# ---- block 1 ----
--- src/rtl/uart_num_entry.sv ---
// UART executor for the WaitUARTMsg / SendUARTNewLn macro commands: collects a CR-terminated
// hex number with echo, or emits CR LF, then pulses done back to the macro FSM.
module uart_num_entry #(
    parameter logic [3:0]  WAIT_CODE  = 4'h5,
    parameter logic [3:0]  NEWLN_CODE = 4'h4,
    parameter int unsigned MAX_DIGITS = 8
) (
    input  logic        clk,
    input  logic        rst_n,
    input  logic [3:0]  macro_states,
    input  logic        macro_states_valid,
    output logic        uart_macro_states_done,
    output logic [31:0] rx_num,
    output logic [3:0]  rx_digits,
    input  logic [7:0]  rx_data,
    input  logic        rx_valid,
    output logic [7:0]  tx_data,
    output logic        tx_valid,
    input  logic        tx_ready,
    output logic        echo_ovf
);

    localparam logic [3:0] MAX_CNT = 4'(MAX_DIGITS);

    typedef enum logic [2:0] {IDLE, RXNUM, NL_CR, NL_LF, DONE} state_t;

    state_t      state_q;
    logic [31:0] acc_q;
    logic [3:0]  cnt_q;
    logic [31:0] rx_num_q;
    logic [3:0]  rx_digits_q;
    logic [7:0]  tx_data_q;
    logic        tx_valid_q;
    logic        done_q;
    logic        ovf_q;

    logic        is_hex;
    logic [3:0]  nibble;
    logic        tx_hs;
    logic [3:0]  cnt_d;

    always_comb begin
        is_hex = 1'b0;
        nibble = '0;
        if (rx_data >= 8'h30 && rx_data <= 8'h39) begin
            is_hex = 1'b1;
            nibble = 4'(rx_data - 8'h30);
        end else if (rx_data >= 8'h41 && rx_data <= 8'h46) begin
            is_hex = 1'b1;
            nibble = 4'(rx_data - 8'h37);
        end else if (rx_data >= 8'h61 && rx_data <= 8'h66) begin
            is_hex = 1'b1;
            nibble = 4'(rx_data - 8'h57);
        end
    end

    assign tx_hs = tx_valid_q & tx_ready;
    assign cnt_d = (cnt_q < MAX_CNT) ? cnt_q + 4'd1 : cnt_q;

    // tx_data_q/tx_valid_q double as the 1-deep echo buffer and the CR/LF output register.
    always_ff @(posedge clk or negedge rst_n) begin
        if (!rst_n) begin
            state_q     <= IDLE;
            acc_q       <= '0;
            cnt_q       <= '0;
            rx_num_q    <= '0;
            rx_digits_q <= '0;
            tx_data_q   <= '0;
            tx_valid_q  <= 1'b0;
            done_q      <= 1'b0;
            ovf_q       <= 1'b0;
        end else begin
            done_q <= 1'b0;
            case (state_q)
                IDLE: begin
                    if (macro_states_valid && macro_states == WAIT_CODE) begin
                        state_q <= RXNUM;
                        acc_q   <= '0;
                        cnt_q   <= '0;
                        ovf_q   <= 1'b0;
                    end else if (macro_states_valid && macro_states == NEWLN_CODE) begin
                        state_q    <= NL_CR;
                        tx_valid_q <= 1'b1;
                        tx_data_q  <= 8'h0D;
                    end
                end
                RXNUM: begin
                    if (tx_hs) begin
                        tx_valid_q <= 1'b0;
                    end
                    if (rx_valid) begin
                        if (is_hex) begin
                            acc_q <= {acc_q[27:0], nibble};
                            cnt_q <= cnt_d;
                            // A buffer being accepted this cycle counts as free.
                            if (tx_valid_q && !tx_ready) begin
                                ovf_q <= 1'b1;
                            end else begin
                                tx_data_q  <= rx_data;
                                tx_valid_q <= 1'b1;
                            end
                        end else if (rx_data == 8'h0D) begin
                            rx_num_q    <= acc_q;
                            rx_digits_q <= cnt_q;
                            state_q     <= DONE;
                            done_q      <= !tx_valid_q || tx_ready;
                        end
                    end
                end
                NL_CR: begin
                    if (tx_ready) begin
                        state_q   <= NL_LF;
                        tx_data_q <= 8'h0A;
                    end
                end
                NL_LF: begin
                    if (tx_ready) begin
                        state_q    <= DONE;
                        tx_valid_q <= 1'b0;
                        done_q     <= 1'b1;
                    end
                end
                DONE: begin
                    // done_q low here means a pending echo is still draining.
                    if (done_q) begin
                        state_q <= IDLE;
                    end else if (!tx_valid_q || tx_ready) begin
                        tx_valid_q <= 1'b0;
                        done_q     <= 1'b1;
                    end
                end
                default: state_q <= IDLE;
            endcase
        end
    end

    assign uart_macro_states_done = done_q;
    assign rx_num                 = rx_num_q;
    assign rx_digits              = rx_digits_q;
    assign tx_data                = tx_data_q;
    assign tx_valid               = tx_valid_q;
    assign echo_ovf               = ovf_q;

endmodule

--- config.mk ---
export PLATFORM = sky130hd
export DESIGN_NAME = uart_num_entry
export DESIGN_NICKNAME = d
export VERILOG_FILES = /design/src/rtl/uart_num_entry.sv
export SDC_FILE = /design/constraint.sdc
export NUM_CORES = 1
export LEC_CHECK = 0
export CORE_AREA = 2 2 116 140
export CTS_BUF_LIST = sky130_fd_sc_hd__clkbuf_16
export DETAILED_ROUTE_END_ITERATION = 8
export DIE_AREA = 0 0 118 142
export GPL_ROUTABILITY_DRIVEN = 1
export PLACE_DENSITY = 0.54
export SLEW_MARGIN = 20
export SYNTH_ARGS = -nofsm -noshare
export SYNTH_HDL_FRONTEND = slang
export SYNTH_SLANG_ARGS = --single-unit
--- constraint.sdc ---
create_clock -name clk -period 2.3 [get_ports clk]
set_input_delay 0.345 -clock clk [delete_from_list [all_inputs] [get_ports clk]]
set_output_delay 0.345 -clock clk [all_outputs]
set_load 0.01 [all_outputs]
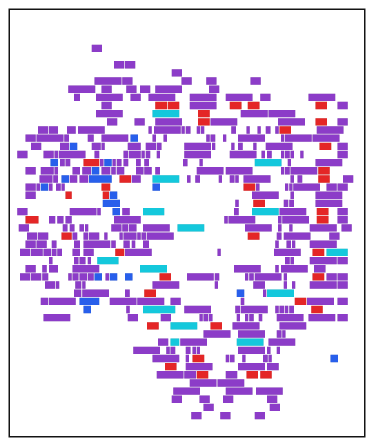
Block 1: sizing map
(3 px per um)
legend:
  x2:
    colour: red
    cells: 38
  x3 and x4:
    colour: blue
    cells: 19
  x6 and larger:
    colour: cyan
    cells: 14
  x1 and smaller:
    colour: purple
    cells: 347

==> results.toml <==
# synthesis and place-and-route metrics
[global_route]
grt_first_pass_wirelength_um = 14400
gr-total-overflow = 0
grtUsageMet3 = 0.0252
grt_usage = 0.108

[sta]
tns_ns = 0
hold_violations = 0
rsz0062_at_grt = "no"
max_freq_mhz = 483
finClkSkew_ns = 0.00605
tightest_slew_ns = 0.597

[clock_tree]
path_clk_slew_ns = 0.06
cts_setup_buffers = 0
cts_tree = "yes"
cts.sinks = 86

[finish]
largest_class = "sequential cells"
design_area_mm2 = 0.00503
final_cell_mix = "dfrtp_1 (86), nand2_1 (68), clkdlybuf4s50_1 (62)"
flop_area_mm2 = 0.00215
finalNonFillerCells = 626
utilization = 0.326
comb_area_frac = 0.303
clock_buffers = 9
fillers = 1581
inverters = 5

[status]
status = "completed"

[place]
place_worst_setup_slack_ns = -0.123
dp_hpwl_um = 6110

[logic_synthesis]
ys_top_cells_by_count = "dfrtp_1 (86), nand2_1 (68), o21ai_0 (39)"
ys_seq_frac = 0.569
flop_cell = "dfrtp_1"
ys_sh_adder = 0.0132

[power_and_ir_drop]
p_per_area_mw_per_mm2 = 797
powerSeq_uw = 1760
p_sw_uw = 1150
p_int_uw = 2860
p_seq_frac = 0.439

[critical_path]
cp-end-kind = "flip-flop"
r2r-start = "state_q[2]"
crit_arrival_ns = 2.30
slowest_delay_ns = 0.47
crit_required_ns = 2.53
critPathTopFamily = "simple AND/OR/NAND/NOR gates"

[floorplanning]
die_height_um = 142
chipArea_mm2 = 0.0168
well_tap_count = 208

[routing]
vias_per_cell = 4.43
drc = 0
wl_met1_um = 3810

[worst_hold_path]
hold_path.class = "input pin to asynchronous set/reset pin"

# ---- block 2 ----
Block 2, placed cells, one colour a class:
(3 px per um) Fill, decap, tap and diode cells in grey.
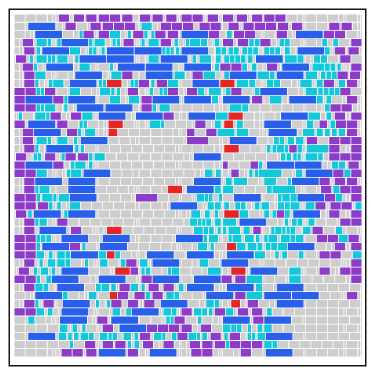
Block 2, metal 3:
(4 px per um)
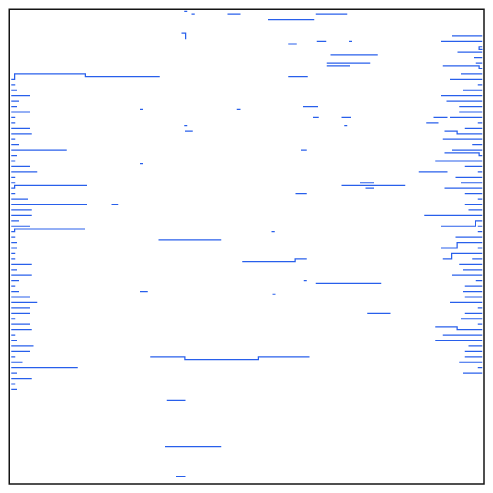
Block 2, sizing map:
(3 px per um)
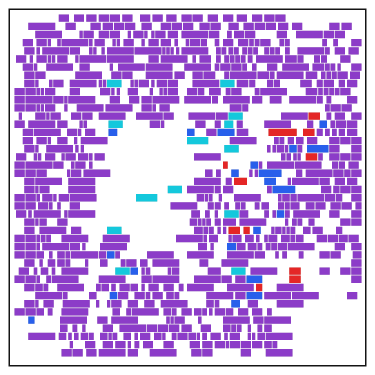
--- config.mk ---
export PLATFORM = sky130hd
export DESIGN_NAME = friscv_axil_apb_bridge
export DESIGN_NICKNAME = d
export VERILOG_FILES = /design/src/rtl/friscv_axil_apb_bridge.sv
export SDC_FILE = /design/constraint.sdc
export NUM_CORES = 1
export LEC_CHECK = 0
export CAP_MARGIN = 20
export CORE_UTILIZATION = 40
export CTS_BUF_LIST = sky130_fd_sc_hd__clkbuf_8
export DETAILED_ROUTE_END_ITERATION = 12
export GPL_ROUTABILITY_DRIVEN = 0
export MAX_ROUTING_LAYER = met4
export PLACE_DENSITY = 0.8
export SYNTH_ARGS = -nofsm -noshare
export SYNTH_HDL_FRONTEND = slang
export SYNTH_SLANG_ARGS = --single-unit
--- constraint.sdc ---
create_clock -name aclk -period 3.64 [get_ports aclk]
set_input_delay 0.728 -clock aclk [delete_from_list [all_inputs] [get_ports aclk]]
set_output_delay 0.728 -clock aclk [all_outputs]
set_load 0.02 [all_outputs]
--- src/rtl/friscv_axil_apb_bridge.sv ---
`default_nettype none
// ============================================================================
// Module   : friscv_axil_apb_bridge
// Purpose  : AXI4-lite slave to single-target APB-style master bridge for the
//            CLINT register port. One transaction is in flight at a time.
//            The bridge decodes the address against a base window, alternates
//            between reads and writes when both are pending, bounds the wait
//            for mst_ready with a timeout, and returns DECERR or SLVERR on the
//            AXI side when an access misses the window or times out.
// Ports    : aclk, areset (async, active-high), srst (sync, active-high)
//            AXI4-lite AW/W/B/AR/R channels (slave side)
//            mst_en/mst_wr/mst_addr/mst_wdata/mst_strb out,
//            mst_rdata/mst_ready in (peripheral side)
//            Every output is driven straight from a flop.
// Revision : 1.0 - initial release
// ============================================================================
module friscv_axil_apb_bridge #(
  parameter int                   AXI_ADDRW = 32,
  parameter int                   APB_ADDRW = 16,
  parameter int                   XLEN      = 32,
  parameter logic [AXI_ADDRW-1:0] BASE_ADDR = 32'h0200_0000,
  parameter int                   TIMEOUT   = 255
) (
  input  logic                 aclk,
  input  logic                 areset,
  input  logic                 srst,
  // write address / data / response
  input  logic                 awvalid,
  output logic                 awready,
  input  logic [AXI_ADDRW-1:0] awaddr,
  input  logic                 wvalid,
  output logic                 wready,
  input  logic [XLEN-1:0]      wdata,
  input  logic [XLEN/8-1:0]    wstrb,
  output logic                 bvalid,
  input  logic                 bready,
  output logic [1:0]           bresp,
  // read address / data
  input  logic                 arvalid,
  output logic                 arready,
  input  logic [AXI_ADDRW-1:0] araddr,
  output logic                 rvalid,
  input  logic                 rready,
  output logic [XLEN-1:0]      rdata,
  output logic [1:0]           rresp,
  // peripheral master
  output logic                 mst_en,
  output logic                 mst_wr,
  output logic [APB_ADDRW-1:0] mst_addr,
  output logic [XLEN-1:0]      mst_wdata,
  output logic [XLEN/8-1:0]    mst_strb,
  input  logic [XLEN-1:0]      mst_rdata,
  input  logic                 mst_ready
);

  localparam int                             c_strbw      = XLEN / 8;
  localparam logic [AXI_ADDRW-APB_ADDRW-1:0] c_base_hi    = BASE_ADDR[AXI_ADDRW-1:APB_ADDRW];
  // Last counter value at which mst_en is still high; mst_en stays up for
  // exactly TIMEOUT cycles when the peripheral never answers.
  localparam logic [7:0]                     c_cnt_last   = 8'(TIMEOUT - 1);
  localparam logic [1:0]                     c_resp_okay  = 2'b00;
  localparam logic [1:0]                     c_resp_slv   = 2'b10;
  localparam logic [1:0]                     c_resp_dec   = 2'b11;

  typedef enum logic [1:0] {
    IDLE   = 2'd0,
    ACCESS = 2'd1,
    WRESP  = 2'd2,
    RRESP  = 2'd3
  } state_t;

  state_t               state_q,     state_d;
  logic                 awready_q,   awready_d;
  logic                 wready_q,    wready_d;
  logic                 arready_q,   arready_d;
  logic                 bvalid_q,    bvalid_d;
  logic [1:0]           bresp_q,     bresp_d;
  logic                 rvalid_q,    rvalid_d;
  logic [XLEN-1:0]      rdata_q,     rdata_d;
  logic [1:0]           rresp_q,     rresp_d;
  logic                 mst_en_q,    mst_en_d;
  logic                 mst_wr_q,    mst_wr_d;
  logic [APB_ADDRW-1:0] mst_addr_q,  mst_addr_d;
  logic [XLEN-1:0]      mst_wdata_q, mst_wdata_d;
  logic [c_strbw-1:0]   mst_strb_q,  mst_strb_d;
  logic                 rd_prio_q,   rd_prio_d;   // 1: read wins a tie
  logic                 is_wr_q,     is_wr_d;     // direction of the granted transaction
  logic                 hit_q,       hit_d;       // granted address inside the window
  logic [7:0]           cnt_q,       cnt_d;       // ACCESS wait counter

  logic w_wr_cand;
  logic w_rd_cand;
  logic w_aw_hit;
  logic w_ar_hit;

  assign w_wr_cand = awvalid && wvalid;
  assign w_rd_cand = arvalid;
  assign w_aw_hit  = (awaddr[AXI_ADDRW-1:APB_ADDRW] == c_base_hi);
  assign w_ar_hit  = (araddr[AXI_ADDRW-1:APB_ADDRW] == c_base_hi);

  always_comb begin
    state_d     = state_q;
    awready_d   = 1'b0;
    wready_d    = 1'b0;
    arready_d   = 1'b0;
    bvalid_d    = bvalid_q;
    bresp_d     = bresp_q;
    rvalid_d    = rvalid_q;
    rdata_d     = rdata_q;
    rresp_d     = rresp_q;
    mst_en_d    = mst_en_q;
    mst_wr_d    = mst_wr_q;
    mst_addr_d  = mst_addr_q;
    mst_wdata_d = mst_wdata_q;
    mst_strb_d  = mst_strb_q;
    rd_prio_d   = rd_prio_q;
    is_wr_d     = is_wr_q;
    hit_d       = hit_q;
    cnt_d       = cnt_q;

    case (state_q)
      IDLE: begin
        if (awready_q || arready_q) begin
          // The ready pulse is on the bus now, so the AXI handshake completes
          // at this edge: launch the access or answer a window miss directly.
          if (hit_q) begin
            state_d  = ACCESS;
            mst_en_d = 1'b1;
            mst_wr_d = is_wr_q;
            cnt_d    = 8'd0;
          end else if (is_wr_q) begin
            state_d  = WRESP;
            bvalid_d = 1'b1;
            bresp_d  = c_resp_dec;
          end else begin
            state_d  = RRESP;
            rvalid_d = 1'b1;
            rresp_d  = c_resp_dec;
            rdata_d  = '0;
          end
        end else if (w_wr_cand && (!w_rd_cand || !rd_prio_q)) begin
          awready_d = 1'b1;
          wready_d  = 1'b1;
          is_wr_d   = 1'b1;
          hit_d     = w_aw_hit;
          rd_prio_d = 1'b1;
          if (w_aw_hit) begin
            mst_addr_d  = awaddr[APB_ADDRW-1:0];
            mst_wdata_d = wdata;
            mst_strb_d  = wstrb;
          end
        end else if (w_rd_cand) begin
          arready_d = 1'b1;
          is_wr_d   = 1'b0;
          hit_d     = w_ar_hit;
          rd_prio_d = 1'b0;
          if (w_ar_hit) begin
            mst_addr_d  = araddr[APB_ADDRW-1:0];
            mst_wdata_d = '0;
            mst_strb_d  = '0;
          end
        end
      end

      ACCESS: begin
        cnt_d = cnt_q + 8'd1;
        // mst_ready is checked first so a reply on the final cycle still
        // completes as OKAY.
        if (mst_ready || (cnt_q == c_cnt_last)) begin
          mst_en_d = 1'b0;
          mst_wr_d = 1'b0;
          if (is_wr_q) begin
            state_d  = WRESP;
            bvalid_d = 1'b1;
            bresp_d  = mst_ready ? c_resp_okay : c_resp_slv;
          end else begin
            state_d  = RRESP;
            rvalid_d = 1'b1;
            rresp_d  = mst_ready ? c_resp_okay : c_resp_slv;
            rdata_d  = mst_ready ? mst_rdata : '0;
          end
        end
      end

      WRESP: begin
        if (bready) begin
          bvalid_d = 1'b0;
          state_d  = IDLE;
        end
      end

      RRESP: begin
        if (rready) begin
          rvalid_d = 1'b0;
          state_d  = IDLE;
        end
      end

      default: state_d = IDLE;
    endcase

    // Synchronous reset overrides everything computed above.
    if (srst) begin
      state_d     = IDLE;
      awready_d   = 1'b0;
      wready_d    = 1'b0;
      arready_d   = 1'b0;
      bvalid_d    = 1'b0;
      bresp_d     = 2'b00;
      rvalid_d    = 1'b0;
      rdata_d     = '0;
      rresp_d     = 2'b00;
      mst_en_d    = 1'b0;
      mst_wr_d    = 1'b0;
      mst_addr_d  = '0;
      mst_wdata_d = '0;
      mst_strb_d  = '0;
      rd_prio_d   = 1'b1;
      is_wr_d     = 1'b0;
      hit_d       = 1'b0;
      cnt_d       = 8'd0;
    end
  end

  always_ff @(posedge aclk or posedge areset) begin
    if (areset) begin
      state_q     <= IDLE;
      awready_q   <= 1'b0;
      wready_q    <= 1'b0;
      arready_q   <= 1'b0;
      bvalid_q    <= 1'b0;
      bresp_q     <= 2'b00;
      rvalid_q    <= 1'b0;
      rdata_q     <= '0;
      rresp_q     <= 2'b00;
      mst_en_q    <= 1'b0;
      mst_wr_q    <= 1'b0;
      mst_addr_q  <= '0;
      mst_wdata_q <= '0;
      mst_strb_q  <= '0;
      rd_prio_q   <= 1'b1;
      is_wr_q     <= 1'b0;
      hit_q       <= 1'b0;
      cnt_q       <= 8'd0;
    end else begin
      state_q     <= state_d;
      awready_q   <= awready_d;
      wready_q    <= wready_d;
      arready_q   <= arready_d;
      bvalid_q    <= bvalid_d;
      bresp_q     <= bresp_d;
      rvalid_q    <= rvalid_d;
      rdata_q     <= rdata_d;
      rresp_q     <= rresp_d;
      mst_en_q    <= mst_en_d;
      mst_wr_q    <= mst_wr_d;
      mst_addr_q  <= mst_addr_d;
      mst_wdata_q <= mst_wdata_d;
      mst_strb_q  <= mst_strb_d;
      rd_prio_q   <= rd_prio_d;
      is_wr_q     <= is_wr_d;
      hit_q       <= hit_d;
      cnt_q       <= cnt_d;
    end
  end

  assign awready   = awready_q;
  assign wready    = wready_q;
  assign arready   = arready_q;
  assign bvalid    = bvalid_q;
  assign bresp     = bresp_q;
  assign rvalid    = rvalid_q;
  assign rdata     = rdata_q;
  assign rresp     = rresp_q;
  assign mst_en    = mst_en_q;
  assign mst_wr    = mst_wr_q;
  assign mst_addr  = mst_addr_q;
  assign mst_wdata = mst_wdata_q;
  assign mst_strb  = mst_strb_q;

endmodule
`default_nettype wire
==> results.toml <==
# synthesis and place-and-route metrics
[status]
status = "completed"

[flow_run]
cap_violations = 0
warnings = 27

[global_route]
use_met2 = 0.386
grtUsageMet3 = 0.0381

[critical_path]
critPathTopFamily = "buffers and inverters"
r2r-start = "state_q[0]"
crit_chain = "clkdlybuf4s50_1, nand2_1, o211ai_1, o22ai_4, buf_12, mux2i_1"
startpoint = "awvalid"
worstPathMaxFanout = 36
crit_buf_inv = 2
r2r-end = "rdata[30]"

[logic_synthesis]
synthTopLogicFamily = "simple AND/OR/NAND/NOR gates"
syn_area_per_cell_um2 = 9.65
ys.flops = 107
edf_count = 0
yosysMostFrequentCell = "nand2_1"
area_leaders = "dfrtp_1 (49%), nand2_1 (8.2%), mux2i_1 (7.0%), o21ai_0 (5.3%), o31ai_1 (4.4%)"
synth.largest_area_cell = "dfrtp_1"
async_reset_ff_frac = 1.00
netlist_area_mm2 = 0.00541
ys_area_mm2 = 0.00541
mappedNetlistNets = 704
ys_top_cells_by_count = "nand2_1 (118), dfrtp_1 (106), o21ai_0 (57)"
ys_cells = 561

[routing]
ant_nets = 0
topRoutingLayerUsed = "met4"
via_count = 5013

[power_and_ir_drop]
p_sw_uw = 1030
vdd_ir_drop_max_uv = 207
combPwrFrac = 0.307
leakage_uw = 0.00320

[place]
dpl.cell_count = 935
dp_hpwl_um = 10700

[floorplanning]
die_w_um = 118

[finish]
num_antenna_cells = 0
comb_area_mm2 = 0.00248
flop_area_mm2 = 0.00268
ff_count = 107
clkCellAreaFrac = 0.0233
largest_class = "sequential cells"

[clock_tree]
htree_levels = 3
cts_tree = "yes"
clock_latency_ns = 0.38

[sta]
maxSlewViolCount = 0

[worst_hold_path]
min_from = "bvalid"
About 'placed cells, one colour a class' of block 2:
legend:
  registers:
    colour: blue
    cells: 107
    share_of_their_area: 34%
  remaining buffers and delay cells:
    colour: purple
    cells: 245
    share_of_their_area: 31%
  clock drivers and dummy loads:
    colour: red
    cells: 16
    share_of_their_area: 2.4%
  remaining logic cells:
    colour: cyan
    cells: 407
    share_of_their_area: 32%

About 'metal 3' of block 2:
wire length on this layer: 834 um
share of all routed wire: 5.5%
longest straight run: 18.6 um

About 'sizing map' of block 2:
legend:
  x1 and smaller:
    colour: purple
    cells: 730
  x3 and x4:
    colour: blue
    cells: 21
  x2:
    colour: red
    cells: 11
  x6 and larger:
    colour: cyan
    cells: 13


# ---- block 3 ----
Block 3, metal 3:
(8 px per um)
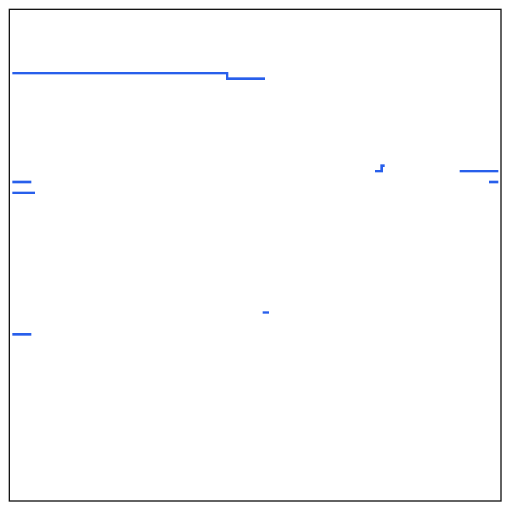
<file path="src/rtl/serdes_pkg.sv">
// Shared types and constants for the serial link serializer/deserializer pair.
package serdes_pkg;
  typedef enum logic [0:0] {IDLE = 1'b0, COLLECT = 1'b1} state_e;

  localparam int DEFAULT_WIDTH = 8;

  localparam logic MSB_FIRST = 1'b1;
  localparam logic LSB_FIRST = 1'b0;
endpackage

</file>
<file path="src/rtl/serial_deserializer_if.sv">
// Serial-in / parallel-out bundle: serial side plus word handshake and status pulses.
interface serial_deserializer_if
  import serdes_pkg::*;
#(
  parameter int WIDTH = DEFAULT_WIDTH
);
  logic             bit_valid;
  logic             bit_in;
  logic             frame_start;
  logic             msb_first;
  logic             data_ready;
  logic [WIDTH-1:0] data_out;
  logic             data_valid;
  logic             busy;
  logic             overrun;
  logic             sync_err;

  modport master (
    output bit_valid, bit_in, frame_start, msb_first, data_ready,
    input  data_out, data_valid, busy, overrun, sync_err
  );

  modport slave (
    input  bit_valid, bit_in, frame_start, msb_first, data_ready,
    output data_out, data_valid, busy, overrun, sync_err
  );
endinterface

</file>
<file path="src/rtl/deser_shift_reg.sv">
// WIDTH-bit shift register; o_next exposes the post-edge value so the completing
// bit can be captured into the output word on the same edge.
module deser_shift_reg
  import serdes_pkg::*;
#(
  parameter int WIDTH = DEFAULT_WIDTH
) (
  input  logic             clock,
  input  logic             reset,
  input  logic             i_clr,
  input  logic             i_en,
  input  logic             i_mode,
  input  logic             i_bit,
  output logic [WIDTH-1:0] o_next
);
  logic [WIDTH-1:0] r_q;
  logic [WIDTH-1:0] w_base;

  // Clear and shift may coincide: the first bit of a frame lands in a zeroed register.
  always_comb begin
    w_base = i_clr ? '0 : r_q;
    o_next = w_base;
    if (i_en)
      o_next = (i_mode == MSB_FIRST) ? {w_base[WIDTH-2:0], i_bit}
                                     : {i_bit, w_base[WIDTH-1:1]};
  end

  always_ff @(posedge clock) begin
    if (reset) r_q <= '0;
    else       r_q <= o_next;
  end
endmodule

</file>
<file path="src/rtl/serial_deserializer.sv">
// Frame FSM, bit counter and registered valid/ready output stage around deser_shift_reg.
module serial_deserializer
  import serdes_pkg::*;
#(
  parameter int WIDTH = DEFAULT_WIDTH
) (
  input  logic clock,
  input  logic reset,
  serial_deserializer_if.slave bus
);
  localparam int CNT_W = $clog2(WIDTH + 1);
  localparam logic [0:0] ST_IDLE    = IDLE;
  localparam logic [0:0] ST_COLLECT = COLLECT;

  logic [0:0]       r_state;
  logic [CNT_W-1:0] r_count;
  logic             r_mode;
  logic [WIDTH-1:0] r_data;
  logic             r_valid;
  logic             r_overrun;
  logic             r_sync_err;

  logic             w_collect;
  logic             w_start;
  logic             w_shift;
  logic             w_done;
  logic             w_mode;
  logic [WIDTH-1:0] w_sr_next;

  assign w_collect = (r_state == ST_COLLECT);
  assign w_start   = bus.bit_valid & bus.frame_start;
  assign w_shift   = bus.bit_valid & (w_collect | bus.frame_start);
  // A frame_start bit always opens a new frame, so it can never complete one.
  assign w_done    = bus.bit_valid & ~bus.frame_start & w_collect &
                     (r_count == CNT_W'(WIDTH - 1));
  assign w_mode    = w_start ? bus.msb_first : r_mode;

  deser_shift_reg #(.WIDTH(WIDTH)) u_sr (
    .clock  (clock),
    .reset  (reset),
    .i_clr  (w_start),
    .i_en   (w_shift),
    .i_mode (w_mode),
    .i_bit  (bus.bit_in),
    .o_next (w_sr_next)
  );

  always_ff @(posedge clock) begin
    if (reset) begin
      r_state    <= ST_IDLE;
      r_count    <= '0;
      r_mode     <= MSB_FIRST;
      r_data     <= '0;
      r_valid    <= 1'b0;
      r_overrun  <= 1'b0;
      r_sync_err <= 1'b0;
    end else begin
      r_sync_err <= w_start & w_collect;
      r_overrun  <= w_done & r_valid & ~bus.data_ready;
      if (w_start) begin
        r_state <= ST_COLLECT;
        r_count <= CNT_W'(1);
        r_mode  <= bus.msb_first;
      end else if (w_done) begin
        r_state <= ST_IDLE;
        r_count <= '0;
      end else if (w_shift) begin
        r_count <= r_count + CNT_W'(1);
      end
      if (w_done) begin
        r_data  <= w_sr_next;
        r_valid <= 1'b1;
      end else if (r_valid & bus.data_ready) begin
        r_valid <= 1'b0;
      end
    end
  end

  assign bus.data_out   = r_data;
  assign bus.data_valid = r_valid;
  assign bus.busy       = w_collect;
  assign bus.overrun    = r_overrun;
  assign bus.sync_err   = r_sync_err;
endmodule

</file>
<file path="src/flat_wrapper.sv">
// flat-port wrapper written by rule: the top's interface ports become plain ports
module serial_deserializer_flat import serdes_pkg::*;
#(
  parameter int WIDTH = DEFAULT_WIDTH
)
  (clock, reset, bus_bit_valid, bus_bit_in, bus_frame_start, bus_msb_first, bus_data_ready, bus_data_out, bus_data_valid, bus_busy, bus_overrun, bus_sync_err);
  serial_deserializer_if #(.WIDTH(WIDTH)) bus_i ();
  input  logic clock;
  input  logic reset;
  input wire logic [$bits(bus_i.bit_valid)-1:0] bus_bit_valid;
  input wire logic [$bits(bus_i.bit_in)-1:0] bus_bit_in;
  input wire logic [$bits(bus_i.frame_start)-1:0] bus_frame_start;
  input wire logic [$bits(bus_i.msb_first)-1:0] bus_msb_first;
  input wire logic [$bits(bus_i.data_ready)-1:0] bus_data_ready;
  output wire logic [$bits(bus_i.data_out)-1:0] bus_data_out;
  output wire logic [$bits(bus_i.data_valid)-1:0] bus_data_valid;
  output wire logic [$bits(bus_i.busy)-1:0] bus_busy;
  output wire logic [$bits(bus_i.overrun)-1:0] bus_overrun;
  output wire logic [$bits(bus_i.sync_err)-1:0] bus_sync_err;
  assign bus_i.bit_valid = bus_bit_valid;
  assign bus_i.bit_in = bus_bit_in;
  assign bus_i.frame_start = bus_frame_start;
  assign bus_i.msb_first = bus_msb_first;
  assign bus_i.data_ready = bus_data_ready;
  assign bus_data_out = bus_i.data_out;
  assign bus_data_valid = bus_i.data_valid;
  assign bus_busy = bus_i.busy;
  assign bus_overrun = bus_i.overrun;
  assign bus_sync_err = bus_i.sync_err;
  serial_deserializer #(.WIDTH(WIDTH)) u_core (.clock(clock), .reset(reset), .bus(bus_i));
endmodule
</file>
<file path="config.mk">
export PLATFORM = sky130hd
export DESIGN_NAME = serial_deserializer_flat
export DESIGN_NICKNAME = d
export VERILOG_FILES = /design/src/rtl/serdes_pkg.sv /design/src/rtl/serial_deserializer_if.sv /design/src/rtl/deser_shift_reg.sv /design/src/rtl/serial_deserializer.sv /design/src/flat_wrapper.sv
export SDC_FILE = /design/constraint.sdc
export NUM_CORES = 1
export LEC_CHECK = 0
export CELL_PAD_IN_SITES_DETAIL_PLACEMENT = 2
export CELL_PAD_IN_SITES_GLOBAL_PLACEMENT = 2
export CORE_UTILIZATION = 35
export DETAILED_ROUTE_END_ITERATION = 10
export PLACE_DENSITY = 0.82
export SYNTH_ARGS = -nofsm -noshare
export SYNTH_HDL_FRONTEND = slang
export SYNTH_HIERARCHICAL = 1
export SYNTH_SLANG_ARGS = --single-unit
</file>
<file path="constraint.sdc">
create_clock -name clock -period 4.47 [get_ports clock]
set_input_delay 0.894 -clock clock [delete_from_list [all_inputs] [get_ports clock]]
set_output_delay 0.894 -clock clock [all_outputs]
set_load 0.05 [all_outputs]
</file>
==> results.toml <==
# synthesis and place-and-route metrics
[global_route]
antenna_found_initial = 0
grt_max_degree = 21
grt_pass1_vias = 1033
grtUsageMet3 = 0.0315
met1_usage = 0.229
gr-total-overflow = 0
grt_first_pass_wirelength_um = 5000
use_met2 = 0.328

[finish]
clock_buffers = 3
utilization = 0.429
final_nets = 154
n_all_buffers = 20
comb_cells = 93
ff_count = 25

[logic_synthesis]
flop_cell = "dfxtp_1"
syn_area_per_cell_um2 = 9.39
netlist_instances = 131
synthTopLogicFamily = "simple AND/OR/NAND/NOR gates"
ys_cells = 131
ys_area_mm2 = 0.00123
ys.flops = 25

[power_and_ir_drop]
clkPwrFrac = 0.262
top_power_group = "registers"
switching_share = 0.287
p_int_uw = 290
p_per_area_mw_per_mm2 = 282
p_seq_frac = 0.578

[floorplanning]
well_tap_count = 46
fp_util = 0.366

[routing]
via_count = 1022
ant_nets = 0
vias_per_cell = 5.35
wl_met2_um = 1620
wirelength_um = 3130
wl_met1_um = 1430
first_pass_iters = 4
wire_per_inst_um = 16.4

[sta]
period_used_share = 0.635
max_freq_mhz = 352
relSlewSlack = 0.481
post-route-min-period_ns = 2.84

[critical_path]
start_kind = "input pin"
endpoint = "u_core/bus.data_out[2]"
r2r-end = "u_core/bus.data_out[0]"
crit_arrival_ns = 3.09

[worst_hold_path]
hold_depth = 2

[flow_run]
warnings = 26

[clock_tree]
hold_buffers = 0
clock_latency_ns = 0.32
cts_buffers = 3
cts.sinks = 25
cts_root_buf = "clkbuf_4"

[place]
dpl.cell_count = 187
io_buffers = 18
place_congestion = 0.721

[status]
status = "completed"
Notes on 'metal 3' of block 3 above:
nets with wire on the layer: 7
main direction: horizontal
longest straight run: 26.7 um


# ---- block 4 ----
Block 4, gate-type map:
(4 px per um)
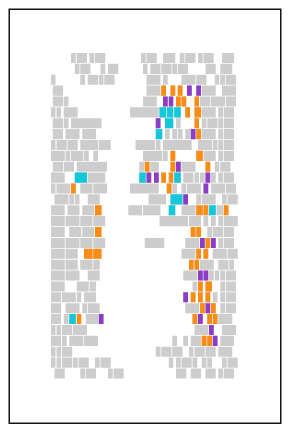
Block 4, metal 3:
(4 px per um)
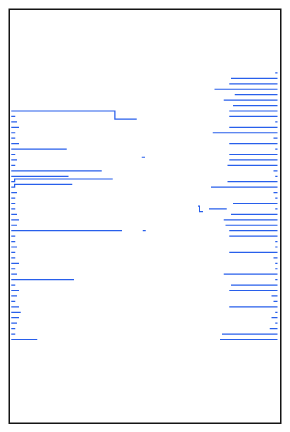
Block 4, routing congestion map:
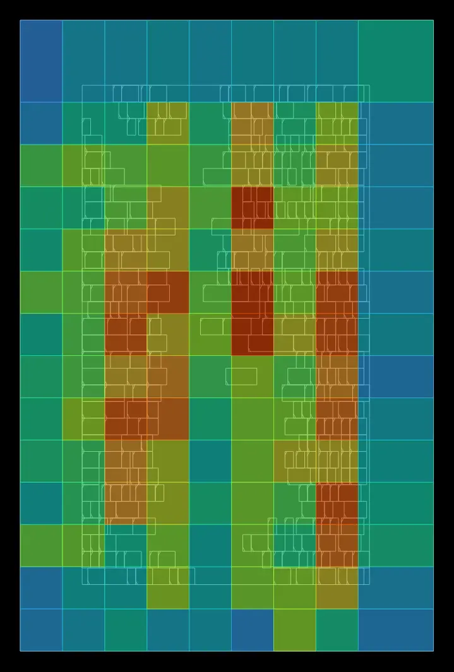
`src/rtl/hazard_ctl.sv`:
```
// Pipeline hazard controller: stage enables/flushes, load-use/branch/trap sequencing, EX forwarding.
// Optional performance counters are built when HAZARD_PERF_CNT_EN is defined.
module hazard_ctl #(
    parameter int unsigned LOAD_BUBBLES = 1,
    parameter int unsigned TRAP_BUBBLES = 2
) (
    input  logic        i_clk,
    input  logic        i_rst,
    input  logic [4:0]  i_rs1_d,
    input  logic [4:0]  i_rs2_d,
    input  logic [4:0]  i_rs1_e,
    input  logic [4:0]  i_rs2_e,
    input  logic [4:0]  i_rd_e,
    input  logic        i_reg_wr_e,
    input  logic [1:0]  i_result_src_e,
    input  logic        i_pc_src_e,
    input  logic [4:0]  i_rd_m,
    input  logic        i_reg_wr_m,
    input  logic [4:0]  i_rd_w,
    input  logic        i_reg_wr_w,
    input  logic        i_trap_m,
    input  logic        i_mem_busy,
    output logic        o_pc_en,
    output logic        o_if_id_en,
    output logic        o_id_ex_en,
    output logic        o_ex_mem_en,
    output logic        o_mem_wb_en,
    output logic        o_if_id_flush,
    output logic        o_id_ex_flush,
    output logic        o_ex_mem_flush,
    output logic [1:0]  o_fwd_a_e,
    output logic [1:0]  o_fwd_b_e,
    output logic [1:0]  o_state,
    output logic [31:0] o_stall_cycles,
    output logic [31:0] o_flush_events
);

    localparam int unsigned CNT_W  = 3;
    localparam int unsigned REG_W  = 5;
    localparam int unsigned PERF_W = 32;

    localparam logic [CNT_W-1:0] LD_CNT_INIT   = CNT_W'((LOAD_BUBBLES > 1) ? (LOAD_BUBBLES - 2) : 0);
    localparam logic [CNT_W-1:0] TRAP_CNT_INIT = CNT_W'((TRAP_BUBBLES > 0) ? (TRAP_BUBBLES - 1) : 0);

    typedef enum logic [1:0] {
        ST_RUN      = 2'b00,
        ST_LD_STALL = 2'b01,
        ST_TRAP     = 2'b10,
        ST_RSVD     = 2'b11
    } state_t;

    state_t            state_q, state_d;
    logic [CNT_W-1:0]  cnt_q, cnt_d;
    logic              lu_c;

    // Load in EX whose destination is read by the instruction in decode.
    assign lu_c = (i_result_src_e == 2'b01) && i_reg_wr_e && (i_rd_e != '0) &&
                  ((i_rd_e == i_rs1_d) || (i_rd_e == i_rs2_d));

    always_ff @(posedge i_clk) begin
        if (i_rst) begin
            state_q <= ST_RUN;
            cnt_q   <= '0;
        end else begin
            state_q <= state_d;
            cnt_q   <= cnt_d;
        end
    end

    always_comb begin
        state_d        = state_q;
        cnt_d          = cnt_q;
        o_pc_en        = 1'b1;
        o_if_id_en     = 1'b1;
        o_id_ex_en     = 1'b1;
        o_ex_mem_en    = 1'b1;
        o_mem_wb_en    = 1'b1;
        o_if_id_flush  = 1'b0;
        o_id_ex_flush  = 1'b0;
        o_ex_mem_flush = 1'b0;

        if (i_rst) begin
            o_pc_en        = 1'b0;
            o_if_id_en     = 1'b0;
            o_id_ex_en     = 1'b0;
            o_ex_mem_en    = 1'b0;
            o_mem_wb_en    = 1'b0;
            o_if_id_flush  = 1'b1;
            o_id_ex_flush  = 1'b1;
            o_ex_mem_flush = 1'b1;
            state_d        = ST_RUN;
            cnt_d          = '0;
        end else if (i_trap_m) begin
            // Trap wins over a busy memory; the pending access is dropped with EX_MEM.
            o_if_id_flush  = 1'b1;
            o_id_ex_flush  = 1'b1;
            o_ex_mem_flush = 1'b1;
            state_d        = ST_TRAP;
            cnt_d          = TRAP_CNT_INIT;
        end else if (i_mem_busy) begin
            o_pc_en     = 1'b0;
            o_if_id_en  = 1'b0;
            o_id_ex_en  = 1'b0;
            o_ex_mem_en = 1'b0;
            o_mem_wb_en = 1'b0;
        end else if (i_pc_src_e) begin
            o_if_id_flush = 1'b1;
            o_id_ex_flush = 1'b1;
            state_d       = ST_RUN;
            cnt_d         = '0;
        end else begin
            case (state_q)
                ST_TRAP: begin
                    o_if_id_flush = 1'b1;
                    if (cnt_q == '0) state_d = ST_RUN;
                    else             cnt_d   = cnt_q - CNT_W'(1);
                end
                ST_LD_STALL: begin
                    o_pc_en       = 1'b0;
                    o_if_id_en    = 1'b0;
                    o_id_ex_flush = 1'b1;
                    if (cnt_q == '0) state_d = ST_RUN;
                    else             cnt_d   = cnt_q - CNT_W'(1);
                end
                ST_RUN: begin
                    if (lu_c) begin
                        o_pc_en       = 1'b0;
                        o_if_id_en    = 1'b0;
                        o_id_ex_flush = 1'b1;
                        if (LOAD_BUBBLES > 1) begin
                            state_d = ST_LD_STALL;
                            cnt_d   = LD_CNT_INIT;
                        end
                    end
                end
                default: begin
                    state_d = ST_RUN;
                    cnt_d   = '0;
                end
            endcase
        end
    end

    assign o_state = 2'(state_q);

    // MEM result is newer than WB, so it is checked first.
    function automatic logic [1:0] fwd_sel(input logic [REG_W-1:0] rs,
                                           input logic [REG_W-1:0] rd_m, input logic wr_m,
                                           input logic [REG_W-1:0] rd_w, input logic wr_w);
        if (wr_m && (rd_m != '0) && (rd_m == rs))      return 2'b10;
        else if (wr_w && (rd_w != '0) && (rd_w == rs)) return 2'b01;
        else                                           return 2'b00;
    endfunction

    assign o_fwd_a_e = fwd_sel(i_rs1_e, i_rd_m, i_reg_wr_m, i_rd_w, i_reg_wr_w);
    assign o_fwd_b_e = fwd_sel(i_rs2_e, i_rd_m, i_reg_wr_m, i_rd_w, i_reg_wr_w);

`ifdef HAZARD_PERF_CNT_EN
    logic [PERF_W-1:0] stall_q, flush_q;
    logic              flush_acc_c;

    // A branch is only taken up when no trap or memory wait pre-empts it.
    assign flush_acc_c = i_trap_m || (i_pc_src_e && !i_mem_busy);

    always_ff @(posedge i_clk) begin
        if (i_rst) begin
            stall_q <= '0;
            flush_q <= '0;
        end else begin
            if (!o_pc_en && (stall_q != '1))    stall_q <= stall_q + PERF_W'(1);
            if (flush_acc_c && (flush_q != '1)) flush_q <= flush_q + PERF_W'(1);
        end
    end

    assign o_stall_cycles = stall_q;
    assign o_flush_events = flush_q;
`else
    assign o_stall_cycles = '0;
    assign o_flush_events = '0;
`endif

endmodule

```
`config.mk`:
```
export PLATFORM = sky130hd
export DESIGN_NAME = hazard_ctl
export DESIGN_NICKNAME = d
export VERILOG_FILES = /design/src/rtl/hazard_ctl.sv
export SDC_FILE = /design/constraint.sdc
export NUM_CORES = 1
export LEC_CHECK = 0
export ABC_AREA = 1
export CAP_MARGIN = 20
export CORE_ASPECT_RATIO = 1.75
export CORE_MARGIN = 10
export CORE_UTILIZATION = 33
export CTS_CLUSTER_DIAMETER = 40
export CTS_CLUSTER_SIZE = 10
export DETAILED_ROUTE_END_ITERATION = 10
export GPL_TIMING_DRIVEN = 0
export MAX_ROUTING_LAYER = met4
export PLACE_DENSITY = 0.95
export SYNTH_ARGS = -nofsm -noshare
export SYNTH_HDL_FRONTEND = slang
export SYNTH_SLANG_ARGS = --single-unit
```
`constraint.sdc`:
```
create_clock -name i_clk -period 2.9 [get_ports i_clk]
set_input_delay 0.435 -clock i_clk [delete_from_list [all_inputs] [get_ports i_clk]]
set_output_delay 0.435 -clock i_clk [all_outputs]
set_load 0.05 [all_outputs]
```
==> results.toml <==
# synthesis and place-and-route metrics
[status]
status = "completed"

[clock_tree]
cts_resized = 3
cts_setup_buffers = 0

[power_and_ir_drop]
p_int_uw = 309
leakage_uw = 0.00127
comb-power_uw = 468
pg_clk_uw = 117
clkPwrFrac = 0.181
p_seq_frac = 0.093

[flow_run]
warnings = 27

[finish]
flop_area_um2 = 80.1
lay_top_count = "buf_4"
drive_gt1_frac = 0.236
finalNonFillerCells = 379
clkCellAreaFrac = 0.0186
design_area_mm2 = 0.00222
inverters = 22
comb_cells = 177
largest-register = "cnt_q"

[floorplanning]
die_w_um = 67.5
well_tap_count = 48
die_height_um = 103
ios = 123

[sta]
post-route-min-period_ns = 2.79
relSlewSlack = 0.633
max_freq_mhz = 359
tns_ns = 0
layout_setup_ws_ns = 0.112

[routing]
first_pass_iters = 4
vias_per_cell = 3.80
wirelength_um = 4310
via_count = 1441

[critical_path]
r2r-start = "cnt_q[0]"
cp-end-kind = "output port"
worstPathMaxFanout = 3
endpoint = "o_fwd_a_e[1]"
crit_required_ns = 2.47
r2r-end = "cnt_q[2]"
r2r_cells = 8

[logic_synthesis]
synthTopLogicFamily = "buffers and inverters"
ys.flops = 4
yosys.area.top_type_share = 0.392
ys_seq_frac = 0.0615
ys_cells = 207
flop_cell = "dfxtp_1"
mux_share = 0
syn_area_per_cell_um2 = 6.29
async_reset_ff_frac = 0

[worst_hold_path]
hold_path.class = "flip-flop to flip-flop"

[global_route]
grt_max_degree = 7
gr-total-overflow = 0
grtUsageMet3 = 0.0620

[place]
dpl_cell_area_mm2 = 0.00217
## Picture notes: 'gate-type map' of block 4
legend:
  nand cells:
    colour: orange
    cells: 46
  aoi and oai cells:
    colour: cyan
    cells: 12
  inv cells:
    colour: purple
    cells: 22

## Picture notes: 'metal 3' of block 4
nets with wire on the layer: 96
wire length on this layer: 584 um
main direction: horizontal
longest straight run: 27.4 um

## Picture notes: 'routing congestion map' of block 4
peak-usage layer in the global routing report: met2
met1 Usage GRT: 0.103
fin util: 0.579
drt wl/cell: 11.4 um
global-route usage over all layers: 0.122


# ---- block 5 ----
<file path="config.mk">
export PLATFORM = sky130hd
export DESIGN_NAME = m_uart_tx
export DESIGN_NICKNAME = d
export VERILOG_FILES = /design/src/rtl/m_uart_tx.sv
export SDC_FILE = /design/constraint.sdc
export NUM_CORES = 1
export LEC_CHECK = 0
export CORE_MARGIN = 8
export CORE_UTILIZATION = 45
export CTS_CLUSTER_DIAMETER = 100
export DETAILED_ROUTE_END_ITERATION = 8
export PLACE_DENSITY = 0.68
export SLEW_MARGIN = 0
export SYNTH_ARGS = -nofsm -noshare
export SYNTH_HDL_FRONTEND = slang
export SYNTH_SLANG_ARGS = --single-unit
</file>
<file path="constraint.sdc">
create_clock -name i_clk -period 1.9 [get_ports i_clk]
set_input_delay 0.19 -clock i_clk [delete_from_list [all_inputs] [get_ports i_clk]]
set_output_delay 0.19 -clock i_clk [all_outputs]
set_load 0.005 [all_outputs]
</file>
<file path="src/rtl/m_uart_tx.sv">
// rtl/m_uart_tx.sv - 8N1 UART transmitter with a built-in bit-period counter.
// Define UART_TX_PARITY_EN to add an even parity bit (8E1 frame).
module m_uart_tx #(
  parameter int UART_BPS_RATE = 115200,
  parameter int CLK_PERIORD   = 20
) (
  input  logic       i_clk,
  input  logic       i_rst_n,
  input  logic       i_tx_valid,
  input  logic [7:0] i_tx_data,
  output logic       o_tx_ready,
  output logic       o_tx_busy,
  output logic       o_tx_done,
  output logic       o_uart_tx
);

  localparam int          BIT_CNT_MAX_I = 1_000_000_000 / UART_BPS_RATE / CLK_PERIORD - 1;
  localparam logic [15:0] BIT_CNT_MAX   = 16'(BIT_CNT_MAX_I);

  localparam logic [2:0] ST_IDLE   = 3'd0;
  localparam logic [2:0] ST_START  = 3'd1;
  localparam logic [2:0] ST_DATA   = 3'd2;
`ifdef UART_TX_PARITY_EN
  localparam logic [2:0] ST_PARITY = 3'd3;
`endif
  localparam logic [2:0] ST_STOP   = 3'd4;

  logic [2:0]  state;
  logic [15:0] bit_cnt;
  logic [2:0]  bit_idx;
  logic [7:0]  shift;
  logic        tx_line;
  logic        tx_done;
`ifdef UART_TX_PARITY_EN
  logic        par_bit;
`endif

  logic bit_end;
  assign bit_end = (bit_cnt == BIT_CNT_MAX);

  always_ff @(posedge i_clk) begin
    if (!i_rst_n) begin
      state   <= ST_IDLE;
      bit_cnt <= 16'd0;
      bit_idx <= 3'd0;
      shift   <= 8'd0;
      tx_line <= 1'b1;
      tx_done <= 1'b0;
`ifdef UART_TX_PARITY_EN
      par_bit <= 1'b0;
`endif
    end else begin
      tx_done <= 1'b0;
      if (state == ST_IDLE || bit_end) begin
        bit_cnt <= 16'd0;
      end else begin
        bit_cnt <= bit_cnt + 16'd1;
      end

      // The line register is loaded with the next bit's value at each bit
      // boundary so the pin never depends combinationally on the inputs.
      case (state)
        ST_IDLE: begin
          tx_line <= 1'b1;
          if (i_tx_valid) begin
            shift   <= i_tx_data;
            bit_idx <= 3'd0;
`ifdef UART_TX_PARITY_EN
            par_bit <= ^i_tx_data;
`endif
            tx_line <= 1'b0;
            state   <= ST_START;
          end
        end
        ST_START: begin
          if (bit_end) begin
            tx_line <= shift[0];
            state   <= ST_DATA;
          end
        end
        ST_DATA: begin
          if (bit_end) begin
            shift   <= shift >> 1;
            bit_idx <= bit_idx + 3'd1;
            if (bit_idx == 3'd7) begin
`ifdef UART_TX_PARITY_EN
              tx_line <= par_bit;
              state   <= ST_PARITY;
`else
              tx_line <= 1'b1;
              state   <= ST_STOP;
`endif
            end else begin
              tx_line <= shift[1];
            end
          end
        end
`ifdef UART_TX_PARITY_EN
        ST_PARITY: begin
          if (bit_end) begin
            tx_line <= 1'b1;
            state   <= ST_STOP;
          end
        end
`endif
        ST_STOP: begin
          if (bit_end) begin
            tx_line <= 1'b1;
            tx_done <= 1'b1;
            state   <= ST_IDLE;
          end
        end
        default: begin
          tx_line <= 1'b1;
          state   <= ST_IDLE;
        end
      endcase
    end
  end

  assign o_tx_ready = (state == ST_IDLE);
  assign o_tx_busy  = (state != ST_IDLE);
  assign o_tx_done  = tx_done;
  assign o_uart_tx  = tx_line;

endmodule

</file>
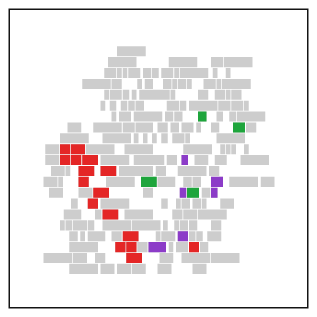
Block 5: gate-type map
(4 px per um)
legend:
  aoi and oai cells:
    colour: purple
    cells: 6
    where: centre
  non-inverting ao/oa cells:
    colour: red
    cells: 16
  and/or cells:
    colour: green
    cells: 4
final cell count without fillers: 231
Comb area share: 0.461
most instantiated logic cell after routing: dfxtp_1

==> results.toml <==
# synthesis and place-and-route metrics
[clock_tree]
path_clk_slew_ns = 0.12

[power_and_ir_drop]
switching_share = 0.257
leakage_uw = 0.000646
p_per_area_mw_per_mm2 = 662

[worst_hold_path]
hold_depth = 2

[logic_synthesis]
compound_area_frac = 0.126
ys_sh_simple = 0.262

[routing]
drt_iter0_markers = 47
topRoutingLayerUsed = "met4"

[floorplanning]
die_height_um = 74.2
well_tap_count = 46

[place]
io_buffers = 14

[critical_path]
endpoint = "o_tx_busy"
r2r_setup_slack_ns = 0.15

[sta]
maxSlewViolCount = 0
finalSetupViolCount = 0

[finish]
inverters = 7
flop_area_um2 = 641

[status]
status = "completed"
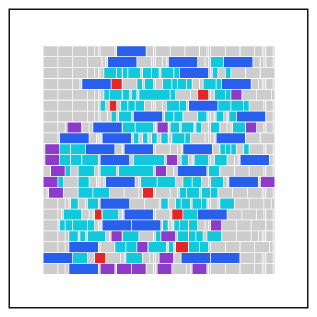
Block 5: placed cells, one colour a class
(4 px per um) Fill, decap, tap and diode cells in grey.
legend:
  clock drivers and dummy loads:
    colour: red
    cells: 8
    share_of_their_area: 3.2%
  remaining logic cells:
    colour: cyan
    cells: 123
    share_of_their_area: 49%
  registers:
    colour: blue
    cells: 32
    share_of_their_area: 36%
  remaining buffers and delay cells:
    colour: purple
    cells: 22
    share_of_their_area: 11%
sequential cell area share: 0.352
Core Area: 0.00331 mm2
final instance area: 0.00182 mm2



==> gallery <==
Sizing map.
image #1
(4 px per um)
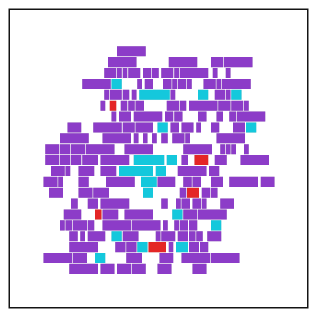
image #2
(6 px per um)
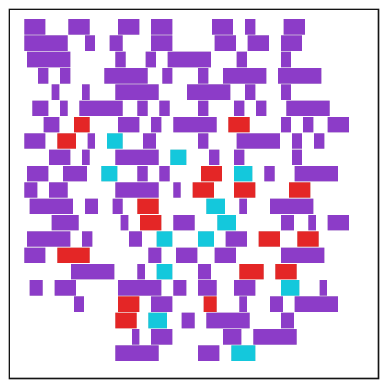
image #3
(4 px per um)
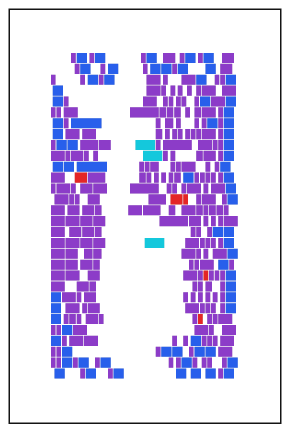
| picture | from |
|---|---|
| image #2 | block 3 |
| image #3 | block 4 |
| image #1 | block 5 |

